==================== design 1
### Clock wires, drivers and flops, design 1

The bar under the picture is 50 µm long.
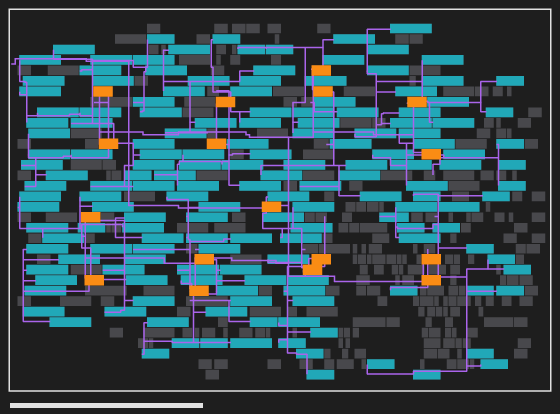

<file path="config.mk">
export PLATFORM = sky130hd
export DESIGN_NAME = sample_pacer_flat
export DESIGN_NICKNAME = d
export VERILOG_FILES = /design/src/rtl/sample_pacer_if.sv /design/src/rtl/sample_pacer.sv /design/src/flat_wrapper.sv
export SDC_FILE = /design/constraint.sdc
export NUM_CORES = 1
export LEC_CHECK = 0
export CELL_PAD_IN_SITES_DETAIL_PLACEMENT = 0
export CELL_PAD_IN_SITES_GLOBAL_PLACEMENT = 1
export CORE_ASPECT_RATIO = 0.7
export CORE_MARGIN = 1
export CORE_UTILIZATION = 47
export CTS_BUF_LIST = sky130_fd_sc_hd__clkbuf_2 sky130_fd_sc_hd__clkbuf_4 sky130_fd_sc_hd__clkbuf_8
export DETAILED_ROUTE_END_ITERATION = 8
export MAX_ROUTING_LAYER = met4
export PLACE_DENSITY_LB_ADDON = 0.3
export SYNTH_ARGS = -nofsm -noshare
export SYNTH_HDL_FRONTEND = slang
export SYNTH_SLANG_ARGS = --single-unit
</file>
<file path="constraint.sdc">
create_clock -name clk -period 3.1 [get_ports clk]
set_input_delay 0.465 -clock clk [delete_from_list [all_inputs] [get_ports clk]]
set_output_delay 0.465 -clock clk [all_outputs]
set_load 0.01 [all_outputs]
</file>
<file path="src/rtl/sample_pacer_if.sv">
// Handshake and paced-output bundle for sample_pacer.
// master = filter/sink side, slave = the pacer.
interface sample_pacer_if #(
  parameter int unsigned DWIDTH    = 16,
  parameter int unsigned DEPTH_LOG = 3
);
  logic                 req_in;
  logic                 ack_in;
  logic [0:DWIDTH-1]    data_in;
  logic [0:DWIDTH-1]    sample_out;
  logic                 sample_valid;
  logic                 underflow;
  logic [DEPTH_LOG:0]   level;

  modport master (
    output req_in, data_in,
    input  ack_in, sample_out, sample_valid, underflow, level
  );

  modport slave (
    input  req_in, data_in,
    output ack_in, sample_out, sample_valid, underflow, level
  );
endinterface

</file>
<file path="src/rtl/sample_pacer.sv">
// Buffers bursty filter output in a FIFO and replays one sample every DIV clocks.
// Optional PACER_UNDERFLOW_ZERO_EN: emit zero-valued strobes on underflow and while refilling.
module sample_pacer #(
  parameter int unsigned DWIDTH      = 16,
  parameter int unsigned DEPTH       = 8,
  parameter int unsigned DEPTH_LOG   = 3,
  parameter int unsigned START_LEVEL = 4,
  parameter int unsigned DIV         = 8,
  parameter int unsigned DIV_LOG     = 4
) (
  input  logic           clk,
  input  logic           rst,
  sample_pacer_if.slave  bus
);

  localparam logic [DEPTH_LOG:0]  LvlFull  = (DEPTH_LOG+1)'(DEPTH);
  localparam logic [DEPTH_LOG:0]  LvlStart = (DEPTH_LOG+1)'(START_LEVEL);
  localparam logic [DIV_LOG-1:0]  TickMax  = DIV_LOG'(DIV - 1);

  typedef enum logic {StFill, StRun} state_e;

  state_e                r_state;
  state_e                w_state_next;
  logic                  r_ack;
  logic [DEPTH_LOG-1:0]  r_wptr;
  logic [DEPTH_LOG-1:0]  r_rptr;
  logic [DEPTH_LOG:0]    r_level;
  logic [DIV_LOG-1:0]    r_cnt;
  logic [0:DWIDTH-1]     r_sample;
  logic                  r_valid;
  logic                  r_underflow;
  logic [0:DWIDTH-1]     r_mem [DEPTH];

  logic                  w_tick;
  logic                  w_wr;
  logic                  w_pop;
  logic                  w_uf;
  logic                  w_ack_next;
  logic [DEPTH_LOG:0]    w_level_next;

  assign w_tick     = (r_cnt == TickMax);
  assign w_wr       = bus.req_in && r_ack;
  // Pop decision uses the pre-edge level, so a same-edge write into empty is not poppable.
  assign w_pop      = (r_state == StRun) && w_tick && (r_level != '0);
  assign w_uf       = (r_state == StRun) && w_tick && (r_level == '0);
  assign w_ack_next = bus.req_in && !r_ack && (r_level < LvlFull);

  always_comb begin
    w_level_next = r_level;
    unique case ({w_wr, w_pop})
      2'b10:   w_level_next = r_level + (DEPTH_LOG+1)'(1);
      2'b01:   w_level_next = r_level - (DEPTH_LOG+1)'(1);
      default: w_level_next = r_level;
    endcase
  end

  always_comb begin
    w_state_next = r_state;
    unique case (r_state)
      StFill: if (w_level_next >= LvlStart) w_state_next = StRun;
      StRun:  if (w_uf) w_state_next = StFill;
      default: w_state_next = StFill;
    endcase
  end

`ifdef PACER_UNDERFLOW_ZERO_EN
  logic w_emit_zero;
  // Sticky underflow distinguishes a refill after starvation from the initial fill.
  assign w_emit_zero = w_uf || ((r_state == StFill) && w_tick && r_underflow);
`endif

  always_ff @(posedge clk) begin
    if (rst) begin
      r_state     <= StFill;
      r_ack       <= 1'b0;
      r_wptr      <= '0;
      r_rptr      <= '0;
      r_level     <= '0;
      r_cnt       <= '0;
      r_sample    <= '0;
      r_valid     <= 1'b0;
      r_underflow <= 1'b0;
    end else begin
      r_state <= w_state_next;
      r_ack   <= w_ack_next;
      r_level <= w_level_next;
      r_cnt   <= w_tick ? '0 : r_cnt + DIV_LOG'(1);
      if (w_wr) r_wptr <= r_wptr + DEPTH_LOG'(1);
      if (w_pop) begin
        r_rptr   <= r_rptr + DEPTH_LOG'(1);
        r_sample <= r_mem[r_rptr];
      end
      r_valid <= w_pop;
      if (w_uf) r_underflow <= 1'b1;
`ifdef PACER_UNDERFLOW_ZERO_EN
      if (w_emit_zero) begin
        r_sample <= '0;
        r_valid  <= 1'b1;
      end
`endif
    end
  end

  always_ff @(posedge clk) begin
    if (w_wr) r_mem[r_wptr] <= bus.data_in;
  end

  assign bus.ack_in       = r_ack;
  assign bus.sample_out   = r_sample;
  assign bus.sample_valid = r_valid;
  assign bus.underflow    = r_underflow;
  assign bus.level        = r_level;

endmodule
</file>
<file path="src/flat_wrapper.sv">
// flat-port wrapper written by rule: the top's interface ports become plain ports
module sample_pacer_flat 
#(
  parameter int unsigned DWIDTH      = 16,
  parameter int unsigned DEPTH       = 8,
  parameter int unsigned DEPTH_LOG   = 3,
  parameter int unsigned START_LEVEL = 4,
  parameter int unsigned DIV         = 8,
  parameter int unsigned DIV_LOG     = 4
)
  (clk, rst, bus_req_in, bus_data_in, bus_ack_in, bus_sample_out, bus_sample_valid, bus_underflow, bus_level);
  sample_pacer_if #(.DWIDTH(DWIDTH), .DEPTH_LOG(DEPTH_LOG)) bus_i ();
  input  logic clk;
  input  logic rst;
  input wire logic [$bits(bus_i.req_in)-1:0] bus_req_in;
  input wire logic [$bits(bus_i.data_in)-1:0] bus_data_in;
  output wire logic [$bits(bus_i.ack_in)-1:0] bus_ack_in;
  output wire logic [$bits(bus_i.sample_out)-1:0] bus_sample_out;
  output wire logic [$bits(bus_i.sample_valid)-1:0] bus_sample_valid;
  output wire logic [$bits(bus_i.underflow)-1:0] bus_underflow;
  output wire logic [$bits(bus_i.level)-1:0] bus_level;
  assign bus_i.req_in = bus_req_in;
  assign bus_i.data_in = bus_data_in;
  assign bus_ack_in = bus_i.ack_in;
  assign bus_sample_out = bus_i.sample_out;
  assign bus_sample_valid = bus_i.sample_valid;
  assign bus_underflow = bus_i.underflow;
  assign bus_level = bus_i.level;
  sample_pacer #(.DWIDTH(DWIDTH), .DEPTH(DEPTH), .DEPTH_LOG(DEPTH_LOG), .START_LEVEL(START_LEVEL), .DIV(DIV), .DIV_LOG(DIV_LOG)) u_core (.clk(clk), .rst(rst), .bus(bus_i));
endmodule
</file>
==================== design 2
<file path="src/rtl/jtbubl_shram_arb_pkg.sv">
`default_nettype none
// +------------------------------------------------------------------+
// | jtbubl_shram_arb_pkg                                             |
// | State encoding and requester indices shared by the shared-RAM    |
// | arbiter and its per-CPU port logic.                              |
// | Rev 1.0 - initial release                                        |
// +------------------------------------------------------------------+
package jtbubl_shram_arb_pkg;

  // Raw 3-bit state codes
  localparam logic [2:0] S_IDLE  = 3'd0;
  localparam logic [2:0] S_ACC_A = 3'd1;
  localparam logic [2:0] S_ACC_B = 3'd2;
  localparam logic [2:0] S_CAP_A = 3'd3;
  localparam logic [2:0] S_CAP_B = 3'd4;

  typedef enum logic [2:0] {
    IDLE  = S_IDLE,
    ACC_A = S_ACC_A,
    ACC_B = S_ACC_B,
    CAP_A = S_CAP_A,
    CAP_B = S_CAP_B
  } state_t;

  // Requester indices, used for the round-robin pointer
  localparam logic REQ_A = 1'b0;
  localparam logic REQ_B = 1'b1;

endpackage
`default_nettype wire

</file>
<file path="src/rtl/jtbubl_shram_port.sv">
`default_nettype none
// +------------------------------------------------------------------+
// | jtbubl_shram_port                                                |
// | Per-CPU side of the shared-RAM arbiter: tracks whether the       |
// | current bus cycle has been served, stalls the CPU until it has,  |
// | and holds the read data for it.                                  |
// | Rev 1.0 - initial release                                        |
// +------------------------------------------------------------------+
module jtbubl_shram_port #(
  parameter int DW = 8
) (
  input  logic          clk24,
  input  logic          rst_n,
  input  logic          cs,
  input  logic          cap,       // FSM is in this CPU's capture state
  input  logic          rd,        // the access being captured is a read
  input  logic [DW-1:0] ram_dout,
  output logic [DW-1:0] dout,
  output logic          pend,
  output logic          wait_n
);

  logic done;

  // A served cycle stays served until cs goes low, so each cs assertion
  // produces exactly one RAM access.
  assign pend   = cs & ~done;
  assign wait_n = ~pend;

  // Track completion and latch read data at the end of the access
  always_ff @(posedge clk24 or negedge rst_n) begin
    if (!rst_n) begin
      done <= 1'b0;
      dout <= '0;
    end else begin
      if (!cs)
        done <= 1'b0;
      else if (cap)
        done <= 1'b1;
      // Data is captured even if cs dropped mid-access
      if (cap && rd)
        dout <= ram_dout;
    end
  end

endmodule
`default_nettype wire

</file>
<file path="src/rtl/jtbubl_shram_arb.sv">
`default_nettype none
// +------------------------------------------------------------------+
// | jtbubl_shram_arb                                                 |
// | Lets the main (A) and sub (B) Z80s share one single-port work    |
// | RAM. Accesses are serialised by a small FSM with a round-robin   |
// | pointer used to break ties.                                      |
// | Rev 1.0 - initial release                                        |
// +------------------------------------------------------------------+
module jtbubl_shram_arb
  import jtbubl_shram_arb_pkg::*;
#(
  parameter int AW = 13,
  parameter int DW = 8
) (
  input  logic          clk24,
  input  logic          rst_n,
  // main CPU
  input  logic          a_cs,
  input  logic          a_we,
  input  logic [AW-1:0] a_addr,
  input  logic [DW-1:0] a_din,
  output logic [DW-1:0] a_dout,
  output logic          a_wait_n,
  // sub CPU
  input  logic          b_cs,
  input  logic          b_we,
  input  logic [AW-1:0] b_addr,
  input  logic [DW-1:0] b_din,
  output logic [DW-1:0] b_dout,
  output logic          b_wait_n,
  // RAM
  output logic [AW-1:0] ram_addr,
  output logic [DW-1:0] ram_din,
  output logic          ram_we,
  input  logic [DW-1:0] ram_dout
);

  state_t state;
  logic   last;     // requester granted on the most recent tie
  logic   acc_we;   // direction of the access in flight
  logic   pend_a;
  logic   pend_b;
  logic   grant_a;

  // A wins when alone, or on a tie when B had the previous tie
  assign grant_a = pend_a & (~pend_b | (last == REQ_B));

  jtbubl_shram_port #(.DW(DW)) u_port_a (
    .clk24    ( clk24            ),
    .rst_n    ( rst_n            ),
    .cs       ( a_cs             ),
    .cap      ( state == CAP_A   ),
    .rd       ( ~acc_we          ),
    .ram_dout ( ram_dout         ),
    .dout     ( a_dout           ),
    .pend     ( pend_a           ),
    .wait_n   ( a_wait_n         )
  );

  jtbubl_shram_port #(.DW(DW)) u_port_b (
    .clk24    ( clk24            ),
    .rst_n    ( rst_n            ),
    .cs       ( b_cs             ),
    .cap      ( state == CAP_B   ),
    .rd       ( ~acc_we          ),
    .ram_dout ( ram_dout         ),
    .dout     ( b_dout           ),
    .pend     ( pend_b           ),
    .wait_n   ( b_wait_n         )
  );

  // Arbitration FSM with registered RAM-side outputs
  always_ff @(posedge clk24 or negedge rst_n) begin
    if (!rst_n) begin
      state    <= IDLE;
      last     <= REQ_B;
      acc_we   <= 1'b0;
      ram_we   <= 1'b0;
      ram_addr <= '0;
      ram_din  <= '0;
    end else begin
      unique case (state)
        IDLE: begin
          if (grant_a) begin
            state    <= ACC_A;
            ram_addr <= a_addr;
            ram_din  <= a_din;
            ram_we   <= a_we;
            acc_we   <= a_we;
            if (pend_b) last <= REQ_A;
          end else if (pend_b) begin
            state    <= ACC_B;
            ram_addr <= b_addr;
            ram_din  <= b_din;
            ram_we   <= b_we;
            acc_we   <= b_we;
            if (pend_a) last <= REQ_B;
          end
        end
        // Write strobe lasts the single ACC cycle
        ACC_A: begin
          ram_we <= 1'b0;
          state  <= CAP_A;
        end
        ACC_B: begin
          ram_we <= 1'b0;
          state  <= CAP_B;
        end
        CAP_A, CAP_B: begin
          ram_we <= 1'b0;
          state  <= IDLE;
        end
        default: begin
          ram_we <= 1'b0;
          state  <= IDLE;
        end
      endcase
    end
  end

endmodule
`default_nettype wire

</file>
<file path="config.mk">
export PLATFORM = sky130hd
export DESIGN_NAME = jtbubl_shram_arb
export DESIGN_NICKNAME = d
export VERILOG_FILES = /design/src/rtl/jtbubl_shram_arb_pkg.sv /design/src/rtl/jtbubl_shram_port.sv /design/src/rtl/jtbubl_shram_arb.sv
export SDC_FILE = /design/constraint.sdc
export NUM_CORES = 1
export LEC_CHECK = 0
export ABC_CLOCK_PERIOD_IN_PS = 1600
export CORE_MARGIN = 2
export CORE_UTILIZATION = 39
export DETAILED_ROUTE_END_ITERATION = 12
export GPL_TIMING_DRIVEN = 0
export PLACE_DENSITY = 0.78
export SYNTH_ARGS = -nofsm -noshare
export SYNTH_HDL_FRONTEND = slang
export SYNTH_SLANG_ARGS = --single-unit
</file>
<file path="constraint.sdc">
create_clock -name clk24 -period 1.6 [get_ports clk24]
set_clock_uncertainty 0.1 [all_clocks]
set_input_delay 0.48 -clock clk24 [delete_from_list [all_inputs] [get_ports clk24]]
set_output_delay 0.48 -clock clk24 [all_outputs]
set_load 0.1 [all_outputs]
</file>
==================== design 3
<file path="src/rtl/modulation_sampler_pkg.sv">
// Shared types and constants for the modulation sampler and its index counter.
package modulation_pkg;

    localparam int ADDR_WIDTH   = 15;
    localparam int DIV_WIDTH    = 32;
    localparam int READ_LATENCY = 2;

    typedef logic [7:0] sample_t;

    typedef enum logic [1:0] {
        IDLE,
        FETCH,
        WAIT,
        ISSUE
    } state_t;

endpackage

</file>
<file path="src/rtl/modulation_sampler_if.sv">
// Sampler-side bus: modulation BRAM read port plus the multiplier launch handshake.
interface modulation_sampler_if;

    logic [modulation_pkg::ADDR_WIDTH-1:0] ADDR;
    modulation_pkg::sample_t               DATA;
    modulation_pkg::sample_t               M;
    logic                                  START;
    logic                                  MULT_DONE;

    modport master (
        output ADDR,
        output M,
        output START,
        input  DATA,
        input  MULT_DONE
    );

    modport slave (
        input  ADDR,
        input  M,
        input  START,
        output DATA,
        output MULT_DONE
    );

endinterface

</file>
<file path="src/rtl/modulation_sampler_index_counter.sv">
// Sample index: advances once every max(freq_div,1) strobes and wraps after cycle.
module modulation_index_counter
    import modulation_pkg::*;
(
    input  logic                  CLK,
    input  logic                  RST_N,
    input  logic                  advance,
    input  logic [ADDR_WIDTH-1:0] cycle,
    input  logic [DIV_WIDTH-1:0]  freq_div,
    output logic [ADDR_WIDTH-1:0] idx
);

    logic [DIV_WIDTH-1:0] div_cnt;
    logic [DIV_WIDTH-1:0] div_last;

    // A division of zero is treated as one, so the last count is also zero.
    assign div_last = (freq_div == '0) ? '0 : freq_div - DIV_WIDTH'(1);

    // Divider and index update; >= compares let a shrunken cycle wrap cleanly.
    always_ff @(posedge CLK or negedge RST_N) begin
        if (!RST_N) begin
            div_cnt <= '0;
            idx     <= '0;
        end else if (advance) begin
            if (div_cnt >= div_last) begin
                div_cnt <= '0;
                idx     <= (idx >= cycle) ? '0 : idx + ADDR_WIDTH'(1);
            end else begin
                div_cnt <= div_cnt + DIV_WIDTH'(1);
            end
        end
    end

endmodule

</file>
<file path="src/rtl/modulation_sampler.sv">
// Fetches one modulation sample per carrier strobe and launches a multiplier pass.
//
// state | meaning
// IDLE  | waiting for a strobe or a merged (pending) strobe
// FETCH | first cycle after ADDR was registered
// WAIT  | remaining BRAM read latency
// ISSUE | sample captured in M; waiting for the multiplier to be free
module modulation_sampler
    import modulation_pkg::*;
(
    input  logic                  CLK,
    input  logic                  RST_N,
    input  logic                  UPDATE,
    input  logic [ADDR_WIDTH-1:0] CYCLE,
    input  logic [DIV_WIDTH-1:0]  FREQ_DIV,
    modulation_sampler_if.master  mod_bus,
    output logic [ADDR_WIDTH-1:0] IDX,
    output logic                  OVERRUN
);

    localparam int LAT_W = $clog2(READ_LATENCY + 1);

    state_t            state;
    state_t            state_next;
    logic [LAT_W-1:0]  lat_cnt;
    logic              lat_done;
    logic              mult_busy;
    logic              pending;
    logic              fire;
    logic              load_addr;
    logic              load_m;
    logic              issue;

    modulation_index_counter u_index (
        .CLK      (CLK),
        .RST_N    (RST_N),
        .advance  (UPDATE),
        .cycle    (CYCLE),
        .freq_div (FREQ_DIV),
        .idx      (IDX)
    );

    assign lat_done = (lat_cnt == LAT_W'(READ_LATENCY - 1));
    // A completion arriving in the issue cycle frees the multiplier for this pass.
    assign fire     = !mult_busy || mod_bus.MULT_DONE;

    // State register.
    always_ff @(posedge CLK or negedge RST_N) begin
        if (!RST_N) state <= IDLE;
        else        state <= state_next;
    end

    // Next-state logic.
    always_comb begin
        state_next = state;
        case (state)
            IDLE:        if (UPDATE || pending) state_next = FETCH;
            FETCH, WAIT: state_next = lat_done ? ISSUE : WAIT;
            ISSUE:       if (fire) state_next = IDLE;
            default:     state_next = IDLE;
        endcase
    end

    // Per-state datapath strobes.
    always_comb begin
        load_addr = 1'b0;
        load_m    = 1'b0;
        issue     = 1'b0;
        case (state)
            IDLE:        load_addr = UPDATE || pending;
            FETCH, WAIT: load_m    = lat_done;
            ISSUE:       issue     = fire;
            default:     ;
        endcase
    end

    // Read address, captured sample and the one-cycle launch pulse.
    always_ff @(posedge CLK or negedge RST_N) begin
        if (!RST_N) begin
            mod_bus.ADDR  <= '0;
            mod_bus.M     <= '0;
            mod_bus.START <= 1'b0;
        end else begin
            mod_bus.START <= issue;
            if (load_addr) mod_bus.ADDR <= IDX;
            if (load_m)    mod_bus.M    <= mod_bus.DATA;
        end
    end

    // Read-latency counter, restarted whenever a new address is registered.
    always_ff @(posedge CLK or negedge RST_N) begin
        if (!RST_N)                             lat_cnt <= '0;
        else if (load_addr)                     lat_cnt <= '0;
        else if (state == FETCH || state == WAIT) lat_cnt <= lat_cnt + LAT_W'(1);
    end

    // Multiplier occupancy, strobe merging and the sticky overrun flag.
    always_ff @(posedge CLK or negedge RST_N) begin
        if (!RST_N) begin
            mult_busy <= 1'b0;
            pending   <= 1'b0;
            OVERRUN   <= 1'b0;
        end else begin
            if (issue)                  mult_busy <= 1'b1;
            else if (mod_bus.MULT_DONE) mult_busy <= 1'b0;
            if (load_addr)   pending <= 1'b0;
            else if (UPDATE) pending <= 1'b1;
            if (UPDATE && pending) OVERRUN <= 1'b1;
        end
    end

endmodule

</file>
<file path="src/flat_wrapper.sv">
// flat-port wrapper written by rule: the top's interface ports become plain ports
module modulation_sampler_flat import modulation_pkg::*;
  (CLK, RST_N, UPDATE, CYCLE, FREQ_DIV, IDX, OVERRUN, mod_bus_ADDR, mod_bus_M, mod_bus_START, mod_bus_DATA, mod_bus_MULT_DONE);
  modulation_sampler_if mod_bus_i ();
  input  logic CLK;
  input  logic RST_N;
  input  logic UPDATE;
  input  logic [ADDR_WIDTH-1:0] CYCLE;
  input  logic [DIV_WIDTH-1:0] FREQ_DIV;
  output logic [ADDR_WIDTH-1:0] IDX;
  output logic OVERRUN;
  output wire logic [$bits(mod_bus_i.ADDR)-1:0] mod_bus_ADDR;
  output wire logic [$bits(mod_bus_i.M)-1:0] mod_bus_M;
  output wire logic [$bits(mod_bus_i.START)-1:0] mod_bus_START;
  input wire logic [$bits(mod_bus_i.DATA)-1:0] mod_bus_DATA;
  input wire logic [$bits(mod_bus_i.MULT_DONE)-1:0] mod_bus_MULT_DONE;
  assign mod_bus_ADDR = mod_bus_i.ADDR;
  assign mod_bus_M = mod_bus_i.M;
  assign mod_bus_START = mod_bus_i.START;
  assign mod_bus_i.DATA = mod_bus_DATA;
  assign mod_bus_i.MULT_DONE = mod_bus_MULT_DONE;
  modulation_sampler u_core (.CLK(CLK), .RST_N(RST_N), .UPDATE(UPDATE), .CYCLE(CYCLE), .FREQ_DIV(FREQ_DIV), .mod_bus(mod_bus_i), .IDX(IDX), .OVERRUN(OVERRUN));
endmodule
</file>
<file path="config.mk">
export PLATFORM = sky130hd
export DESIGN_NAME = modulation_sampler_flat
export DESIGN_NICKNAME = d
export VERILOG_FILES = /design/src/rtl/modulation_sampler_pkg.sv /design/src/rtl/modulation_sampler_if.sv /design/src/rtl/modulation_sampler_index_counter.sv /design/src/rtl/modulation_sampler.sv /design/src/flat_wrapper.sv
export SDC_FILE = /design/constraint.sdc
export NUM_CORES = 1
export LEC_CHECK = 0
export ABC_AREA = 1
export CORE_ASPECT_RATIO = 1.5
export CORE_MARGIN = 5
export CORE_UTILIZATION = 25
export DETAILED_ROUTE_END_ITERATION = 12
export PLACE_DENSITY = 0.54
export SETUP_SLACK_MARGIN = 0.02
export SLEW_MARGIN = 20
export SYNTH_ARGS = -nofsm -noshare
export SYNTH_HDL_FRONTEND = slang
export SYNTH_HIERARCHICAL = 1
export SYNTH_SLANG_ARGS = --single-unit
</file>
<file path="constraint.sdc">
create_clock -name CLK -period 2.9 [get_ports CLK]
set_input_delay 0.58 -clock CLK [delete_from_list [all_inputs] [get_ports CLK]]
set_output_delay 0.58 -clock CLK [all_outputs]
set_load 0.05 [all_outputs]
</file>
### Cell sizes after repair, design 2

The bar under the picture is 20 µm long.
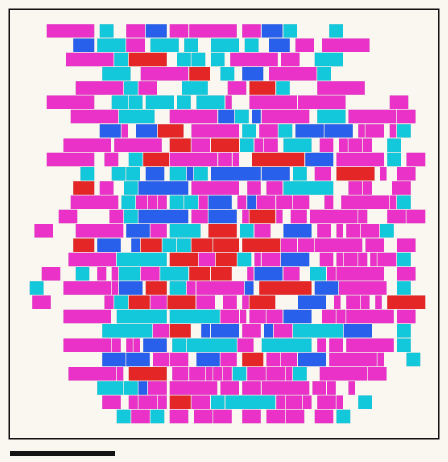
Key: x1 and smaller = magenta [cells 193, most used clkdlybuf4s50_1]; x6 and larger = red [cells 31, most used buf_6]; x3 and x4 = cyan [cells 84, most used buf_4]; x2 = blue [cells 42, most used a221oi_2]

==> run notes, design 2 <==
yosys + openroad results -> Critical R2R Launch=u_port_b.done, hold buffer count at CTS=1, Die W=81.5 µm, number of logic gates=127, Root Buffer Master=clkbuf_8, setup violators final=26, # clock sinks=45, Final Util=0.712, Via Count=2329, FA/HA/MAJ Cells, Area Fraction=0, fmax=~520 MHz, Seq cells=between 40 and 50, Seq. cell area=1130 µm², I/O pins=roughly 96, final worst slack=-0.305 ns, WP data required=about 1.0 ns, critical path's top delay family=flip-flops, run status=complete, but fails checks, Vias/cell=5.48, R2R cell count=5, design area=4170 µm², CP startpoint=u_port_a.done, hpwl dp=around 4900 µm, r2r setup slk=-0.23 ns, Antenna Cells=0, top cells by area=dfrtp_1 47%, and3b_1 8.6%, a221oi_1 8.2%, most numerous logic cells after layout=56 x buf_4, 52 x clkdlybuf4s50_1, 42 x dfrtp_1, 23 x inv_1, 22 x and3b_1, failing checks=setup timing
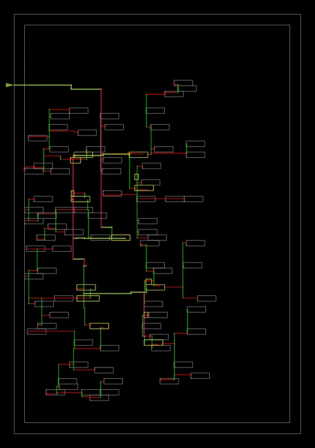
*Clock routing, design 3*
clock buf count: 11
Skew-Pair Late Insertion Delay: 0.33 ns

### The metal 4 layer, design 3

Supply wires on this layer in gray.
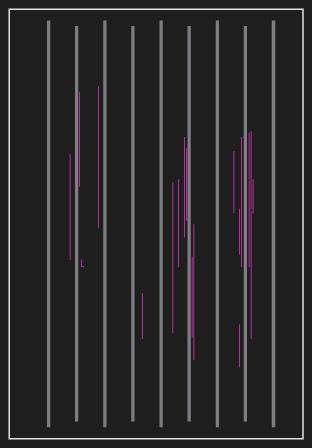
The wires run mostly vertical. The longest straight run is 72.8 µm. The layer carries 807 µm of wire.

==> run notes, design 3 <==
yosys + openroad results -> GR peak layer=met2, worst path cell trace=buf_8 > nor2_4 > buf_6 > nand2_4 > nor2_4 > nand2_1 > nor4_2 > buf_4 > xor2_4 > nand2_2 > ha_4 > nand2_4 > inv_2 > nand4_1 > nor2_2 > nand2_4 > buf_4 > buf_4 > buf_4 > nand4_1 > nand2_1, RSZ-0062 raised after global routing=yes, core area=approximately 26000 µm², yosys stat area=6440 µm², final worst slack=-0.112 ns, first-pass GRT wire length=around 34000 µm, Top non-seq family=simple AND/OR/NAND/NOR gates, Final Util=0.388, vias in the first global route=roughly 7.1k, dominant kind of cell=combinational gates, CP startpoint=FREQ_DIV[15], setup violators final=37, top cells by area=dfrtp_1 30%, nand2_1 16%, ha_1 10%, failing checks=setup timing, run status=complete, but fails checks
### The metal 4 layer, design 1

Supply wires on this layer in gray.
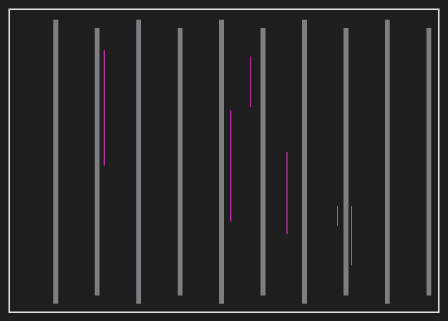
4 nets have wire on it. The layer carries 141 µm of wire. The layer holds 1.2% of the routed length. The longest straight run is 37.4 µm.

### Where the registers sit, design 1

Other sequential cells in the stronger gray, the rest of the logic in the fainter gray.
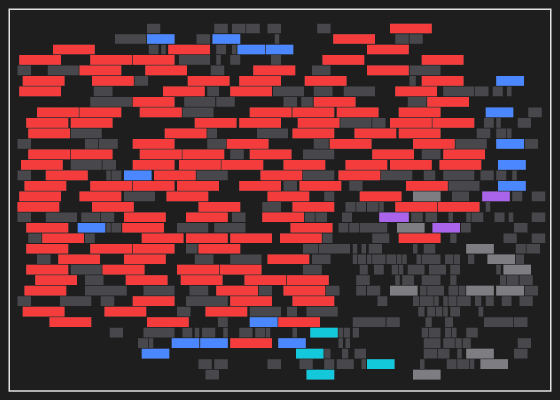
Key: u_core.r_rptr = purple [sequential cells 3]; u_core.r_cnt = cyan [sequential cells 4, where south]; u_core.bus.sample_out = blue [sequential cells 16, where widely spread]; u_core.r_mem = red [sequential cells 128]

## Picture notes: 'Clock wires, drivers and flops' of design 1
Key: flip-flops = cyan [count 162]; clock wires = purple [length 1830 µm]; clock-net drivers = orange [count 17]
Position of the flops: widely spread. There are 18 routed clock nets.

==> run notes, design 1 <==
yosys + openroad results -> Final Hold Violation Tally=0, Final Util=0.580, synth cell count leaders=128 x edfxtp_1, 34 x dfxtp_1, 32 x mux4_2, 32 x nor2_1, 17 x mux2i_1, met2 routed WL=5310 µm, FA/HA/MAJ Cells, Area Fraction=0.00998, Root Buffer Master=clkbuf_8, initial antenna violation count=0, Synth Area per Inst=17.7 µm², run status=complete, no violations, GPL Wtd Cong=0.798, Worst Setup EP=u_core.bus.level[2], DIE HEIGHT=98.6 µm, Hold Path Cell Cnt=1, crit path DAT=2.80 ns, I/O Buffers=41, first-pass detailed-route iteration total=4, Post-Synth XOR/XNOR Area=0.0126, Die W=140 µm, number of cells on the critical path=9, I/O pins=42, Post-synth EDFFs=128, Slowest-stage cell, CP=or3_1, TritonCTS clock tree=built, Mapped Cells=354

